# block 1

==> block_1/placement_by_type.png <==
Scale bar: 20 um.
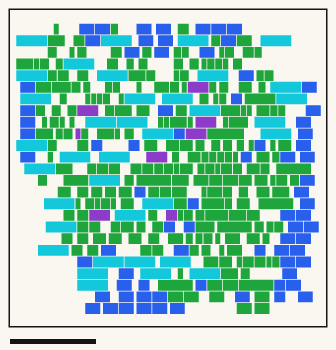

### src/rtl/reg_scoreboard.sv
// ---------------------------------------------------------------------------
// reg_scoreboard
//   Decode-side hazard scoreboard placed directly upstream of the register
//   file read ports. It records which architectural registers have a write
//   in flight. It stalls issue on RAW/WAW hazards or when too many writes
//   are outstanding. It releases a register when writeback presents the
//   write to the register file.
//
// Ports
//   clk          system clock, all state updates on the rising edge
//   rst          synchronous active-high reset
//   id_vld       decode has an instruction to issue
//   id_p0_addr   source 0 register        id_re0  source 0 used
//   id_p1_addr   source 1 register        id_re1  source 1 used
//   id_dst_addr  destination register     id_we   instruction writes a reg
//   id_rdy       issue accepted this cycle (combinational)
//   wb_we        writeback writes the register file this cycle
//   wb_dst_addr  writeback destination register
//   flush        squash: clear all tracking
//   pending      registered pending-write bit per register (bit 0 always 0)
//   outstanding  registered number of in-flight writes (0..MAX_OUT)
//   stall_cnt    saturating count of stalled cycles
//   wb_err       sticky flag: writeback to a register that was not pending
// ---------------------------------------------------------------------------
module reg_scoreboard #(
    parameter int NUM_REGS = 16,
    parameter int ADDR_W   = 4,
    parameter int MAX_OUT  = 4,
    parameter int CNT_W    = 16
) (
    input  logic                clk,
    input  logic                rst,
    input  logic                id_vld,
    input  logic [ADDR_W-1:0]   id_p0_addr,
    input  logic [ADDR_W-1:0]   id_p1_addr,
    input  logic                id_re0,
    input  logic                id_re1,
    input  logic [ADDR_W-1:0]   id_dst_addr,
    input  logic                id_we,
    output logic                id_rdy,
    input  logic                wb_we,
    input  logic [ADDR_W-1:0]   wb_dst_addr,
    input  logic                flush,
    output logic [NUM_REGS-1:0] pending,
    output logic [2:0]          outstanding,
    output logic [CNT_W-1:0]    stall_cnt,
    output logic                wb_err
);

    localparam logic [ADDR_W-1:0]   ZERO_ADDR = {ADDR_W{1'b0}};
    localparam logic [NUM_REGS-1:0] ONE_HOT0  = {{(NUM_REGS-1){1'b0}}, 1'b1};
    localparam logic [CNT_W-1:0]    CNT_MAX   = {CNT_W{1'b1}};
    localparam logic [2:0]          OUT_LIMIT = 3'(MAX_OUT);

    logic                wb_clr_s;
    logic                wb_bad_s;
    logic                raw0_s;
    logic                raw1_s;
    logic                waw_s;
    logic                full_s;
    logic                rdy_s;
    logic                acc_s;
    logic                set_s;
    logic [NUM_REGS-1:0] set_mask_s;
    logic [NUM_REGS-1:0] clr_mask_s;

    // Hazard detection, issue acceptance and the set/clear masks.
    always_comb begin
        wb_clr_s = wb_we && (wb_dst_addr != ZERO_ADDR) && pending[wb_dst_addr];
        wb_bad_s = wb_we && (wb_dst_addr != ZERO_ADDR) && !pending[wb_dst_addr] && !flush;

        // A register released by writeback this cycle is bypassed: the RF
        // writes in the high phase and reads in the low phase.
        raw0_s = id_re0 && (id_p0_addr != ZERO_ADDR) && pending[id_p0_addr]
                 && !(wb_clr_s && (wb_dst_addr == id_p0_addr));
        raw1_s = id_re1 && (id_p1_addr != ZERO_ADDR) && pending[id_p1_addr]
                 && !(wb_clr_s && (wb_dst_addr == id_p1_addr));
        waw_s  = id_we && (id_dst_addr != ZERO_ADDR) && pending[id_dst_addr]
                 && !(wb_clr_s && (wb_dst_addr == id_dst_addr));
        // A slot freed by writeback this cycle can be reused immediately.
        full_s = (outstanding == OUT_LIMIT) && !wb_clr_s;

        rdy_s  = !raw0_s && !raw1_s && !waw_s && !full_s && !flush;
        acc_s  = id_vld && rdy_s;
        set_s  = acc_s && id_we && (id_dst_addr != ZERO_ADDR);

        if (set_s) begin
            set_mask_s = ONE_HOT0 << id_dst_addr;
        end else begin
            set_mask_s = {NUM_REGS{1'b0}};
        end

        if (wb_clr_s) begin
            clr_mask_s = ONE_HOT0 << wb_dst_addr;
        end else begin
            clr_mask_s = {NUM_REGS{1'b0}};
        end
    end

    assign id_rdy = rdy_s;

    // Pending bitmap and in-flight counter; set is applied after clear so a
    // same-cycle set/clear of one register leaves it pending.
    always_ff @(posedge clk) begin
        if (rst || flush) begin
            pending     <= {NUM_REGS{1'b0}};
            outstanding <= 3'd0;
        end else begin
            pending     <= (pending & ~clr_mask_s) | set_mask_s;
            outstanding <= outstanding + {2'b00, set_s} - {2'b00, wb_clr_s};
        end
    end

    // Saturating stall counter; flush cycles with a waiting instruction count.
    always_ff @(posedge clk) begin
        if (rst) begin
            stall_cnt <= {CNT_W{1'b0}};
        end else if (id_vld && !rdy_s && (stall_cnt != CNT_MAX)) begin
            stall_cnt <= stall_cnt + {{(CNT_W-1){1'b0}}, 1'b1};
        end else begin
            stall_cnt <= stall_cnt;
        end
    end

    // Sticky writeback-error flag, cleared only by reset.
    always_ff @(posedge clk) begin
        if (rst) begin
            wb_err <= 1'b0;
        end else if (wb_bad_s) begin
            wb_err <= 1'b1;
        end else begin
            wb_err <= wb_err;
        end
    end

endmodule

### config.mk
export PLATFORM = sky130hd
export DESIGN_NAME = reg_scoreboard
export DESIGN_NICKNAME = d
export VERILOG_FILES = /design/src/rtl/reg_scoreboard.sv
export SDC_FILE = /design/constraint.sdc
export NUM_CORES = 1
export LEC_CHECK = 0
export ABC_AREA = 0
export CORE_UTILIZATION = 50
export DETAILED_ROUTE_END_ITERATION = 8
export GPL_ROUTABILITY_DRIVEN = 0
export MAX_ROUTING_LAYER = met4
export PLACE_DENSITY = 0.8
export RECOVER_POWER = 50
export REMOVE_ABC_BUFFERS = 1
export SLEW_MARGIN = 10
export SYNTH_ARGS = -nofsm -noshare
export SYNTH_HDL_FRONTEND = slang
export SYNTH_SLANG_ARGS = --single-unit
export TNS_END_PERCENT = 20
### constraint.sdc
create_clock -name clk -period 4.45 [get_ports clk]
set_input_delay 0.6675 -clock clk [delete_from_list [all_inputs] [get_ports clk]]
set_output_delay 0.6675 -clock clk [all_outputs]
set_load 0.01 [all_outputs]
# block 2

### config.mk
export PLATFORM = sky130hd
export DESIGN_NAME = dds_sweep_ctrl_flat
export DESIGN_NICKNAME = d
export VERILOG_FILES = /design/src/rtl/dds_pkg.sv /design/src/rtl/dds_sweep_ctrl_if.sv /design/src/rtl/dds_dwell_timer.sv /design/src/rtl/dds_sweep_ctrl.sv /design/src/flat_wrapper.sv
export SDC_FILE = /design/constraint.sdc
export NUM_CORES = 1
export LEC_CHECK = 0
export ABC_AREA = 1
export CAP_MARGIN = 30
export CORE_MARGIN = 8
export CORE_UTILIZATION = 35
export DETAILED_ROUTE_END_ITERATION = 8
export HOLD_SLACK_MARGIN = 0.05
export PLACE_DENSITY_LB_ADDON = 0.1
export SKIP_CTS_REPAIR_TIMING = 1
export SLEW_MARGIN = 5
export SYNTH_ARGS = -nofsm -noshare
export SYNTH_HDL_FRONTEND = slang
export SYNTH_SLANG_ARGS = --single-unit
export TNS_END_PERCENT = 1
### constraint.sdc
create_clock -name clk -period 4.8 [get_ports clk]
set_clock_uncertainty 0.1 [all_clocks]
set_input_delay 0.48 -clock clk [delete_from_list [all_inputs] [get_ports clk]]
set_output_delay 0.48 -clock clk [all_outputs]
set_load 0.05 [all_outputs]
### src/rtl/dds_pkg.sv
// Shared DDS sweep definitions: FCW limits, sweep states and the FCW clamp.
// Imported by the sweep controller and its handshake interface.
package dds_pkg;

    localparam int FCW_W = 32;

    localparam logic [FCW_W-1:0] FCW_MIN     = 32'd85899;
    localparam logic [FCW_W-1:0] FCW_MAX     = 32'd171798691;
    localparam logic [FCW_W-1:0] FCW_DEFAULT = 32'd171798691;

    typedef enum logic [2:0] {
        S_IDLE,
        S_LOAD,
        S_DWELL,
        S_STEP,
        S_DONE
    } sweep_state_t;

    function automatic logic [FCW_W-1:0] clamp_fcw(
        input logic [FCW_W-1:0] f
    );
        logic [FCW_W-1:0] r;
        r = f;
        if (f < FCW_MIN) r = FCW_MIN;
        if (f > FCW_MAX) r = FCW_MAX;
        return r;
    endfunction

endpackage

### src/rtl/dds_sweep_ctrl_if.sv
// FCW valid/ready handshake between the sweep controller and the
// phase accumulator.
interface dds_sweep_ctrl_if #(
    parameter int FCW_W = dds_pkg::FCW_W
);

    logic [FCW_W-1:0] fcw_out;
    logic             fcw_valid;
    logic             fcw_ready;

    modport master (
        output fcw_out,
        output fcw_valid,
        input  fcw_ready
    );

    modport slave (
        input  fcw_out,
        input  fcw_valid,
        output fcw_ready
    );

endinterface

### src/rtl/dds_dwell_timer.sv
// Loadable dwell down-counter; a zero load counts as one cycle and
// expire marks the last enabled cycle of the hold.
module dds_dwell_timer #(
    parameter int DWELL_W = 16
) (
    input  logic               clk,
    input  logic               reset,
    input  logic               load,
    input  logic               en,
    input  logic [DWELL_W-1:0] dwell,
    output logic               expire
);

    logic [DWELL_W-1:0] cnt;

    always_ff @(posedge clk or negedge reset) begin
        if (!reset) begin
            cnt <= '0;
        end else if (load) begin
            cnt <= (dwell == '0) ? DWELL_W'(1) : dwell;
        end else if (en && cnt != '0) begin
            cnt <= cnt - DWELL_W'(1);
        end
    end

    assign expire = en && (cnt == DWELL_W'(1));

endmodule

### src/rtl/dds_sweep_ctrl.sv
// Linear DDS frequency sweep scheduler feeding the phase accumulator.
// Define DDS_SWEEP_TRIANGLE_EN to enable up/down (triangle) sweeps.
module dds_sweep_ctrl #(
    parameter int FCW_W   = 32,
    parameter int DWELL_W = 16
) (
    input  logic                 clk,
    input  logic                 reset,
    input  logic                 start,
    input  logic                 stop,
    input  logic                 cont,
    input  logic                 tri_mode,
    input  logic [FCW_W-1:0]     f_start,
    input  logic [FCW_W-1:0]     f_stop,
    input  logic [FCW_W-1:0]     f_delta,
    input  logic [DWELL_W-1:0]   dwell,
    dds_sweep_ctrl_if.master     fcw,
    output logic                 busy,
    output logic                 done
);

    import dds_pkg::*;

    sweep_state_t state, nxt_state;

    logic               cont_q, tri_q, dir_q, leg_q;
    logic [FCW_W-1:0]   start_q, target_q, delta_q;
    logic [DWELL_W-1:0] dwell_q;
    logic [FCW_W-1:0]   cap_start, cap_stop, step_val;
    logic [FCW_W:0]     sum, dif;
    logic               accept, at_end, turn, expire, tmr_load;

    assign cap_start = clamp_fcw(f_start);
    assign cap_stop  = clamp_fcw(f_stop);
    assign accept    = fcw.fcw_valid && fcw.fcw_ready;
    assign at_end    = (fcw.fcw_out == target_q) || (delta_q == '0);
    assign tmr_load  = (state == S_LOAD) && accept && !stop;

`ifdef DDS_SWEEP_TRIANGLE_EN
    // Turn around at the end point instead of restarting from start.
    assign turn = tri_q && expire && (delta_q != '0)
               && (fcw.fcw_out == target_q) && (start_q != target_q)
               && (cont_q || !leg_q);
`else
    logic unused_tri;
    assign unused_tri = tri_q ^ leg_q;
    assign turn = 1'b0;
`endif

    dds_dwell_timer #(
        .DWELL_W (DWELL_W)
    ) u_timer (
        .clk    (clk),
        .reset  (reset),
        .load   (tmr_load),
        .en     (state == S_DWELL),
        .dwell  (dwell_q),
        .expire (expire)
    );

    // Extra bit catches wrap past either end of the FCW range.
    assign sum = {1'b0, fcw.fcw_out} + {1'b0, delta_q};
    assign dif = {1'b0, fcw.fcw_out} - {1'b0, delta_q};

    always_comb begin
        step_val = target_q;
        if (dir_q) begin
            if (!sum[FCW_W] && sum[FCW_W-1:0] < target_q)
                step_val = sum[FCW_W-1:0];
        end else begin
            if (!dif[FCW_W] && dif[FCW_W-1:0] > target_q)
                step_val = dif[FCW_W-1:0];
        end
    end

    always_ff @(posedge clk or negedge reset) begin
        if (!reset) state <= S_IDLE;
        else        state <= nxt_state;
    end

    always_comb begin
        nxt_state = state;
        unique case (state)
            S_IDLE:  if (start && !stop) nxt_state = S_LOAD;
            S_LOAD: begin
                if (stop)        nxt_state = S_IDLE;
                else if (accept) nxt_state = S_DWELL;
            end
            S_DWELL: begin
                if (stop)
                    nxt_state = S_IDLE;
                else if (expire)
                    nxt_state = (at_end && !turn) ? S_DONE : S_STEP;
            end
            S_STEP:  nxt_state = stop ? S_IDLE : S_LOAD;
            S_DONE:  nxt_state = (!stop && cont_q) ? S_LOAD : S_IDLE;
            default: nxt_state = S_IDLE;
        endcase
    end

    always_comb begin
        busy = 1'b0;
        done = 1'b0;
        unique case (state)
            S_LOAD, S_DWELL, S_STEP: busy = 1'b1;
            S_DONE: begin
                busy = cont_q;
                done = !cont_q && !stop;
            end
            default: ;
        endcase
    end

    always_ff @(posedge clk or negedge reset) begin
        if (!reset) begin
            fcw.fcw_out   <= FCW_DEFAULT;
            fcw.fcw_valid <= 1'b0;
            cont_q        <= 1'b0;
            tri_q         <= 1'b0;
            dir_q         <= 1'b1;
            leg_q         <= 1'b0;
            start_q       <= '0;
            target_q      <= '0;
            delta_q       <= '0;
            dwell_q       <= '0;
        end else begin
            unique case (state)
                S_IDLE: if (start && !stop) begin
                    cont_q        <= cont;
                    tri_q         <= tri_mode;
                    start_q       <= cap_start;
                    target_q      <= cap_stop;
                    delta_q       <= f_delta;
                    dwell_q       <= dwell;
                    dir_q         <= (cap_stop >= cap_start);
                    leg_q         <= 1'b0;
                    fcw.fcw_out   <= cap_start;
                    fcw.fcw_valid <= 1'b1;
                end
                S_LOAD: if (stop || fcw.fcw_ready) fcw.fcw_valid <= 1'b0;
                S_DWELL: if (!stop && turn) begin
                    start_q  <= target_q;
                    target_q <= start_q;
                    dir_q    <= !dir_q;
                    leg_q    <= 1'b1;
                end
                S_STEP: if (!stop) begin
                    fcw.fcw_out   <= step_val;
                    fcw.fcw_valid <= 1'b1;
                end
                S_DONE: if (!stop && cont_q) begin
                    fcw.fcw_out   <= start_q;
                    fcw.fcw_valid <= 1'b1;
                    leg_q         <= 1'b0;
                end
                default: ;
            endcase
        end
    end

endmodule

### src/flat_wrapper.sv
// flat-port wrapper written by rule: the top's interface ports become plain ports
module dds_sweep_ctrl_flat import dds_pkg::*;
#(
    parameter int FCW_W   = 32,
    parameter int DWELL_W = 16
)
  (clk, reset, start, stop, cont, tri_mode, f_start, f_stop, f_delta, dwell, busy, done, fcw_fcw_out, fcw_fcw_valid, fcw_fcw_ready);
  dds_sweep_ctrl_if #(.FCW_W(FCW_W)) fcw_i ();
  input  logic clk;
  input  logic reset;
  input  logic start;
  input  logic stop;
  input  logic cont;
  input  logic tri_mode;
  input  logic [FCW_W-1:0] f_start;
  input  logic [FCW_W-1:0] f_stop;
  input  logic [FCW_W-1:0] f_delta;
  input  logic [DWELL_W-1:0] dwell;
  output logic busy;
  output logic done;
  output wire logic [$bits(fcw_i.fcw_out)-1:0] fcw_fcw_out;
  output wire logic [$bits(fcw_i.fcw_valid)-1:0] fcw_fcw_valid;
  input wire logic [$bits(fcw_i.fcw_ready)-1:0] fcw_fcw_ready;
  assign fcw_fcw_out = fcw_i.fcw_out;
  assign fcw_fcw_valid = fcw_i.fcw_valid;
  assign fcw_i.fcw_ready = fcw_fcw_ready;
  dds_sweep_ctrl #(.FCW_W(FCW_W), .DWELL_W(DWELL_W)) u_core (.clk(clk), .reset(reset), .start(start), .stop(stop), .cont(cont), .tri_mode(tri_mode), .f_start(f_start), .f_stop(f_stop), .f_delta(f_delta), .dwell(dwell), .fcw(fcw_i), .busy(busy), .done(done));
endmodule
# block 3

<file path="src/rtl/fetch_unit.sv">
// fetch_unit: PC, request/grant/response fetch port and an in-order instruction FIFO feeding decode.
// Optional macro FETCH_BYPASS_EN forwards a response straight to decode when the FIFO is empty.
module fetch_unit #(
   parameter logic [31:0] RESET_PC   = 32'h0000_0000,
   parameter int          FIFO_DEPTH = 4,
   parameter logic [31:0] NOP_INST   = 32'h0000_0001
) (
   input  logic        clk,
   input  logic        rst_n,
   input  logic        jump_en_i,
   input  logic [31:0] jump_addr_i,
   input  logic        stall_i,
   output logic        mem_req_o,
   output logic [31:0] mem_addr_o,
   input  logic        mem_gnt_i,
   input  logic        mem_rvalid_i,
   input  logic [31:0] mem_rdata_i,
   output logic [31:0] inst_o,
   output logic [31:0] inst_addr_o,
   output logic        inst_valid_o
);
   localparam int PW = $clog2(FIFO_DEPTH);
   localparam int CW = PW + 1;
   localparam logic [CW+1:0] DEPTH_L = (CW+2)'(FIFO_DEPTH);

   logic [31:0]   pc_q, pc_d;
   logic [CW-1:0] count_q, count_d, outst_q, outst_d, drop_q, drop_d;
   logic [PW-1:0] rd_ptr_q, rd_ptr_d, wr_ptr_q, wr_ptr_d;
   logic [PW-1:0] sh_rd_q, sh_rd_d, sh_wr_q, sh_wr_d;
   logic [31:0]   last_addr_q, last_addr_d;

   logic [31:0]   fifo_inst_q [FIFO_DEPTH];
   logic [31:0]   fifo_addr_q [FIFO_DEPTH];
   logic [31:0]   sh_addr_q   [FIFO_DEPTH];

   logic [CW+1:0] level;
   logic          grant, rsp_keep, rsp_drop, fifo_empty, head_valid, fifo_pop, push, byp_take;
   logic [31:0]   rsp_addr;

   // Capacity counts buffered, in-flight and to-be-discarded words alike.
   assign level      = {2'b00, count_q} + {2'b00, outst_q} + {2'b00, drop_q};
   assign mem_req_o  = rst_n && !jump_en_i && (level < DEPTH_L);
   assign mem_addr_o = pc_q;
   assign grant      = mem_req_o && mem_gnt_i;
   assign rsp_keep   = mem_rvalid_i && (drop_q == '0);
   assign rsp_drop   = mem_rvalid_i && (drop_q != '0);
   assign rsp_addr   = sh_addr_q[sh_rd_q];
   assign fifo_empty = (count_q == '0);
   assign head_valid = !fifo_empty && !jump_en_i;
   assign fifo_pop   = head_valid && !stall_i;

`ifdef FETCH_BYPASS_EN
   logic byp_hit;
   assign byp_hit  = fifo_empty && rsp_keep && !jump_en_i;
   assign byp_take = byp_hit && !stall_i;
`else
   assign byp_take = 1'b0;
`endif

   assign push = rsp_keep && !jump_en_i && !byp_take;

   always_comb begin
      inst_valid_o = head_valid;
      inst_o       = head_valid ? fifo_inst_q[rd_ptr_q] : NOP_INST;
      inst_addr_o  = head_valid ? fifo_addr_q[rd_ptr_q] : last_addr_q;
`ifdef FETCH_BYPASS_EN
      if (byp_hit) begin
         inst_valid_o = 1'b1;
         inst_o       = mem_rdata_i;
         inst_addr_o  = rsp_addr;
      end
`endif
   end

   always_comb begin
      pc_d        = pc_q;
      count_d     = count_q;
      outst_d     = outst_q;
      drop_d      = drop_q;
      rd_ptr_d    = rd_ptr_q;
      wr_ptr_d    = wr_ptr_q;
      sh_rd_d     = sh_rd_q;
      sh_wr_d     = sh_wr_q;
      last_addr_d = last_addr_q;
      if (jump_en_i) begin
         // Everything in flight becomes stale; a response landing now is already one of them.
         pc_d     = {jump_addr_i[31:2], 2'b00};
         count_d  = '0;
         rd_ptr_d = wr_ptr_q;
         sh_rd_d  = sh_wr_q;
         outst_d  = '0;
         drop_d   = drop_q + outst_q - (mem_rvalid_i ? CW'(1) : CW'(0));
      end else begin
         if (grant) begin
            pc_d    = pc_q + 32'd4;
            sh_wr_d = sh_wr_q + PW'(1);
         end
         if (rsp_keep) sh_rd_d = sh_rd_q + PW'(1);
         if (rsp_drop) drop_d = drop_q - CW'(1);
         case ({grant, rsp_keep})
            2'b10:   outst_d = outst_q + CW'(1);
            2'b01:   outst_d = outst_q - CW'(1);
            default: outst_d = outst_q;
         endcase
         if (push) wr_ptr_d = wr_ptr_q + PW'(1);
         if (fifo_pop) begin
            rd_ptr_d    = rd_ptr_q + PW'(1);
            last_addr_d = fifo_addr_q[rd_ptr_q];
         end
         if (byp_take) last_addr_d = rsp_addr;
         case ({push, fifo_pop})
            2'b10:   count_d = count_q + CW'(1);
            2'b01:   count_d = count_q - CW'(1);
            default: count_d = count_q;
         endcase
      end
   end

   always_ff @(posedge clk or negedge rst_n) begin
      if (!rst_n) begin
         pc_q        <= RESET_PC;
         count_q     <= '0;
         outst_q     <= '0;
         drop_q      <= '0;
         rd_ptr_q    <= '0;
         wr_ptr_q    <= '0;
         sh_rd_q     <= '0;
         sh_wr_q     <= '0;
         last_addr_q <= '0;
      end else begin
         pc_q        <= pc_d;
         count_q     <= count_d;
         outst_q     <= outst_d;
         drop_q      <= drop_d;
         rd_ptr_q    <= rd_ptr_d;
         wr_ptr_q    <= wr_ptr_d;
         sh_rd_q     <= sh_rd_d;
         sh_wr_q     <= sh_wr_d;
         last_addr_q <= last_addr_d;
      end
   end

   // Storage arrays carry no reset; validity is tracked by the pointers and counts.
   always_ff @(posedge clk) begin
      if (push) begin
         fifo_inst_q[wr_ptr_q] <= mem_rdata_i;
         fifo_addr_q[wr_ptr_q] <= rsp_addr;
      end
      if (grant) sh_addr_q[sh_wr_q] <= pc_q;
   end
endmodule
</file>
<file path="config.mk">
export PLATFORM = sky130hd
export DESIGN_NAME = fetch_unit
export DESIGN_NICKNAME = d
export VERILOG_FILES = /design/src/rtl/fetch_unit.sv
export SDC_FILE = /design/constraint.sdc
export NUM_CORES = 1
export LEC_CHECK = 0
export ABC_CLOCK_PERIOD_IN_PS = 7300
export CAP_MARGIN = 20
export CORE_MARGIN = 8
export CORE_UTILIZATION = 40
export DETAILED_ROUTE_END_ITERATION = 8
export GPL_TIMING_DRIVEN = 0
export SLEW_MARGIN = 0
export SYNTH_ARGS = -nofsm -noshare
export SYNTH_HDL_FRONTEND = slang
export SYNTH_SLANG_ARGS = --single-unit
export TNS_END_PERCENT = 10
</file>
<file path="constraint.sdc">
create_clock -name clk -period 7.3 [get_ports clk]
set_input_delay 1.095 -clock clk [delete_from_list [all_inputs] [get_ports clk]]
set_output_delay 1.095 -clock clk [all_outputs]
set_load 0.01 [all_outputs]
</file>
==> block_2/congestion.png <==
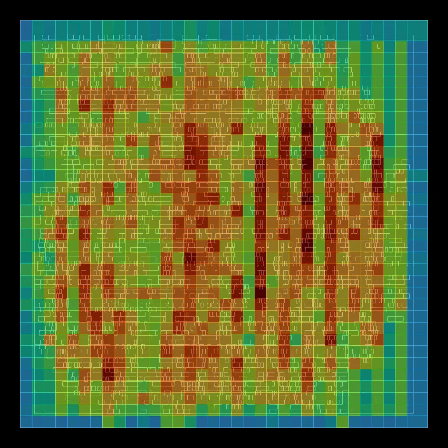
Routed WL per cell: 19.53 um
global router's overall resource usage: 0.2473
post-route core utilization: 0.4114

==> block_2/logic_types.png <==
Scale bar: 50 um.
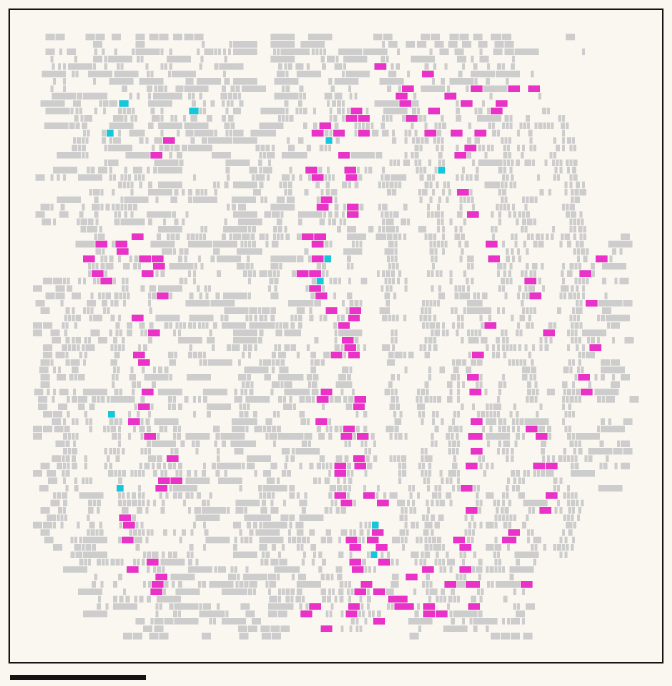
| family | colour | cells |
|---|---|---|
| AND-OR and OR-AND gates | cyan | 11 |
| adder and majority cells | magenta | 163 |
final cell count without fillers: 3638
Comb/total area: 0.5451
highest-count logic cell in the final layout: nand2_1

==> run summary, block 2 <==
Implementation results. Number of diodes landed at 0. According to the floorplan report, the placeable core area is 49760 um2. Max-cap violation count landed at 0. The run finished with clean final reports. The worst path meets setup with slightly above 300 ps of slack. The synthesized design contains ~170 register bits. Average via count per standard cell landed at 5.120. Register area share after synthesis landed at 0.2381. In the hold report, the worst path ends at u_core.start_q[19]$_DFFE_PN0P_.

Number of warnings printed during yosys synthesis landed at 0. Pin count of the biggest net entering global routing landed at about 86. Number of vias in the routed layout landed at between 15000 and 20000. After synthesis, the chip area reported by Yosys is approximately 18000 um2. Initial standard-cell utilization of the core landed at 0.3522. The worst register-to-register path ends at u_core.fcw.fcw_out[7]$_DFFE_PN1P_. The biggest area contributor in the post-synthesis netlist is dfrtp_1. Proportion of register bits with asynchronous set or reset after synthesis landed at 1.000. Number of cells after detailed placement landed at roughly 3600. Total of fill cells in the finished design landed at around 5400. The startpoint identified for the worst register-to-register timing path is u_core.delta_q[3]$_DFFE_PN0P_. Once detail routing completed, the nets flagged for antenna violations numbered 0. Placed wire-length estimate landed at a little under 60000 um. Looking at the critical path, the single cell with the biggest stage delay is dfrtp_1.

Across all hold checks on the routed design, the worst slack comes to approximately 390 ps. Post-route clock period utilization landed at 0.9366. Weighted congestion reported at the end of routability-driven placement landed at around 1.0.
-- block 2: cell type report --
type	instances	share of cell area
clock buffers	19	0.02164
clock inverters	13	0.008740
flip-flops and latches	166	0.2038
repair buffers	201	0.09590
multi-input cells	2112	0.5451
inverters	455	0.08374
well taps	672	0.04107
-- block 2: cell families (layout without fill, tap and decap cells) --
kind of cell,after synthesis,after routing,share of synthesized area
DFF,166,166,0.2381
and+or+nand+nor,1540,1541,0.3769
AOI/OAI and AO/OA,353,353,0.1158
other,2,8,0.0004285
buffers and inverters,548,688,0.1280
xor gates and xnor gates,47,47,0.02349
adders and majority gates,163,163,0.1172
-- block 2: metal layers --
layer,part of all wire,track usage,wire length [um],up-vias
met1,0.46,0.3309,32820,8731
met2,0.45,0.3998,31920,587
li1,-,-,-,9212
met4,0.033,0.08766,2316,0
met5,0,0,0,-
met3,0.056,0.03923,3980,97
==> block_3/sizes.png <==
Scale bar: 50 um.
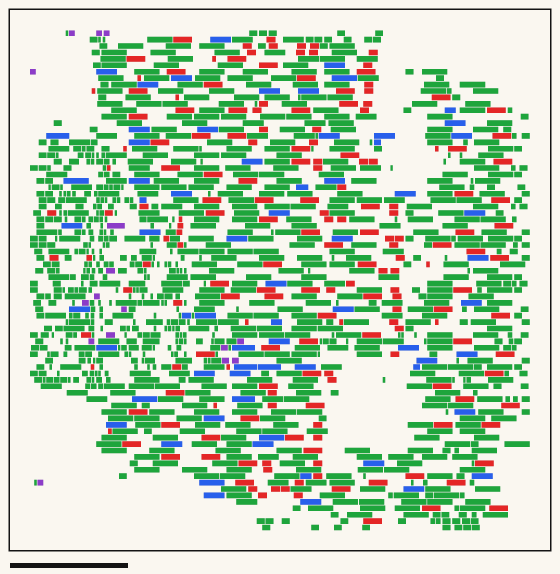
| size | colour | cells |
|---|---|---|
| _6 and larger | blue | 67 |
| _0 and _1 cells | green | 962 |
| _2 cells | red | 182 |
| _3 and _4 cells | purple | 16 |
final standard cell area without fillers: 22220 um2
non-clock buffer total of the final layout: 216
P&R area growth vs syn: 22.69%
smallest setup slack after layout: 2278 ps

==> block_3/logic_types.png <==
Scale bar: 50 um.
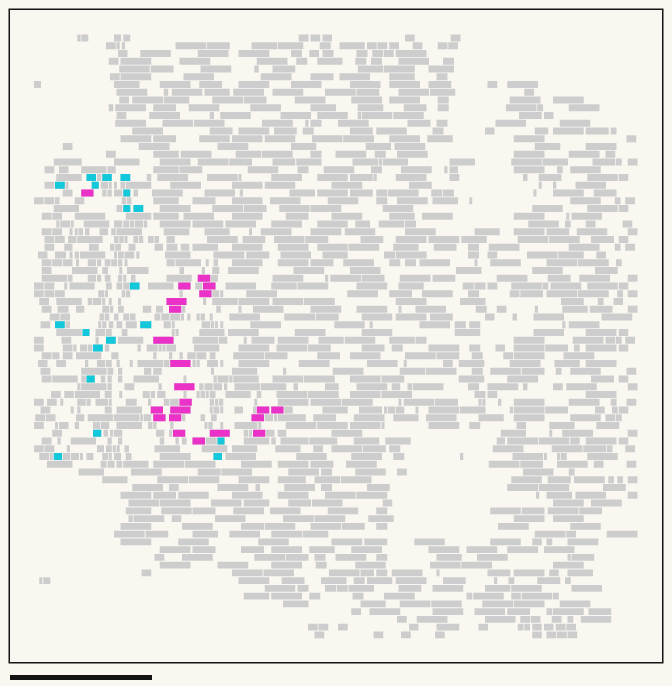
| family | colour | cells | where |
|---|---|---|---|
| AND-OR and OR-AND gates | cyan | 19 | west |
| adder and majority cells | magenta | 22 | west |
highest-count logic cell in the final layout: edfxtp_1
Comb/total area: 0.2189

==> run summary, block 3 <==
Implementation results. Yosys stat counts around 970 cells in the synthesized netlist. Count of clock buffers in the final design landed at 62. The flow inserted roughly 600 tap cells.

First-pass GRT wire length landed at ~63000 um. Layout multi-input combinational cell count landed at 456. Post-CTS resize count landed at 0.

Counting both buffers and inverters, the worst setup path holds a total of 4. According to the floorplan report, the die width is approximately 230 um. Synthesized instance count landed at about 970. After detailed routing, the wire length on met1 is ~18000 um.

For reference, the top logic cell family by area is multiplexers. Footprint of the multi-input gates landed at between 4000 and 5000 um2. The run finished with clean final reports.

Compound-gate portion of the synthesized area landed at 0.02722. Once detailed placement completed, the half-perimeter wirelength came to ~26000 um. Total wire length landed at between 40000 and 50000 um.

The worst setup path is launched from a flip-flop. Among the stages of the critical path, the cell type that occurs most often is inv_1. Minimum setup slack after placement landed at roughly 2400 ps. Clock input transition at the sequential cells of the worst setup and hold paths landed at roughly 60 ps. Final-report setup violation count landed at 0. In the finished design the tool counted flip-flops and latches totalling 445.
block 3: synthesized netlist by cell type (6+ instances only):
cell	count
a21oi_1	10
a221o_1	8
and2_1	38
and3_1	8
buf_1	8
buf_2	6
buf_4	7
clkbuf_1	28
dfrtp_1	77
edfxtp_1	368
fa_1	6
ha_1	16
inv_1	21
mux2_2	66
mux4_2	92
nand2_1	38
nand3_1	18
nand4_1	10
nor2_1	21
nor3_1	11
nor4_1	11
o211ai_1	6
o21ai_0	21
xnor2_1	13
xor2_1	6
block 3: flip-flops by register name, indices dropped and copies added, names as in the netlist:
name,count
sh_wr_q,2
fifo_addr_q,120
mem_addr_o,30
outst_q,3
sh_rd_q,2
wr_ptr_q,2
last_addr_q,30
count_q,3
drop_q,3
sh_addr_q,120
rd_ptr_q,2
fifo_inst_q,128
==> block_1/flops_by_reg.png <==
Scale bar: 20 um. Other sequential cells in the stronger grey, the rest of the logic in the fainter grey.
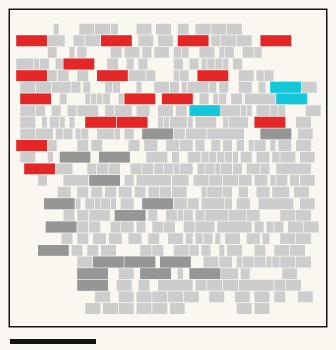
| netlist name | colour | placed flops |
|---|---|---|
| `stall_cnt` | red | 16 |
| `outstanding` | cyan | 3 |
not coloured: 17
proportion of cell area occupied by registers: 0.2142
post-route core utilization: 0.6939

==> block_1/congestion.png <==
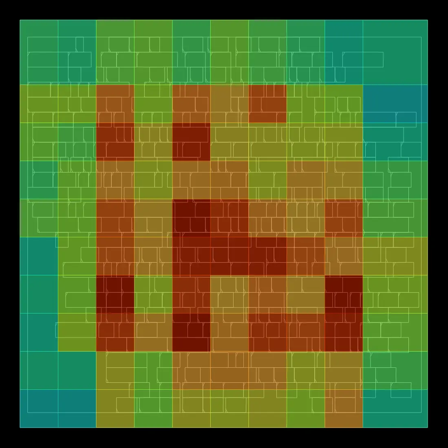
Top Usage Layer GRT: met2
Routed WL per cell: 17.19 um
GR met2 Demand/Resource: 0.4404

## Picture notes: block_1/placement_by_type.png
| class | colour | cells | share of their area |
|---|---|---|---|
| combinational and other logic | green | 236 | 53% |
| clock drivers and dummy loads | purple | 8 | 2.9% |
| flops | cyan | 36 | 22% |
| other buffers and delay cells | blue | 75 | 22% |

==> run summary, block 1 <==
Implementation results. Die boundary height landed at ~74 um. The design has 36 sequential cells. For reference, the critical path cell chain is clkdlybuf4s50_1, mux2i_1, a221oi_2, nand4_2, nand2_1, a21oi_1, nor4b_4, clkdlybuf4s50_1. The critical path is of the primary input to output pin type.

The flow ran to the end, and the final reports show no timing, DRC or antenna violations. Global routing finished with a remaining overflow of 0. In the final report, the number of endpoints failing setup comes to 0.

The routed layout reports a DRC error count of 0. Wire length on met1 landed at 3259 um.

Count of different cell masters after synthesis landed at around 50. Register area share after synthesis landed at 0.2795. Counting the clock-network buffers in the layout gives 7.

Number of warnings printed during yosys synthesis landed at 0. Worst setup skew after layout landed at 5.967 ps.

The synthesized design contains 0 enable-type register cells. The slowest stage of the critical path is the clkdlybuf4s50_1 cell. Slew at the pin closest to its max-slew limit landed at about 1000 ps.
==> block 1: sequential cells by signal, indices dropped and copies added, names as in the netlist <==
name         cells
outstanding      3
pending         16
stall_cnt       16
wb_err           1
==> block 1: worst register-to-register path, cell delays in order (launching register included) <==
cell	delay [ps]
dfxtp_1	380
mux4_2	480
and2_0	170
o311ai_1	320
o22ai_1	160
nor4b_4	290
nand2_1	100
ha_1	280
inv_1	60
ha_1	130
inv_1	50
fa_1	370
xor2_1	180
xnor2_1	140
nor3_1	50
==> block 1: worst max-delay path by stage <==
stage,cells past startpoint,from,end
after global routing,16,wb_dst_addr[0],outstanding[2]$_SDFF_PP0_
final,8,wb_dst_addr[0],id_rdy
after CTS,8,wb_dst_addr[0],id_rdy
after floorplan,14,id_dst_addr[0],outstanding[2]$_SDFF_PP0_
after global placement,16,wb_dst_addr[0],outstanding[2]$_SDFF_PP0_
after detailed placement,16,wb_dst_addr[0],outstanding[2]$_SDFF_PP0_
==> block 1: per-layer routing <==
| metal | vias to the layer above | track usage |
|---|---|---|
| met5 | - | - |
| met4 | 0 | 0.1218 |
| met3 | 25 | 0.04390 |
| met2 | 119 | 0.4404 |
| met1 | 1249 | 0.3764 |
| li1 | 1240 | - |

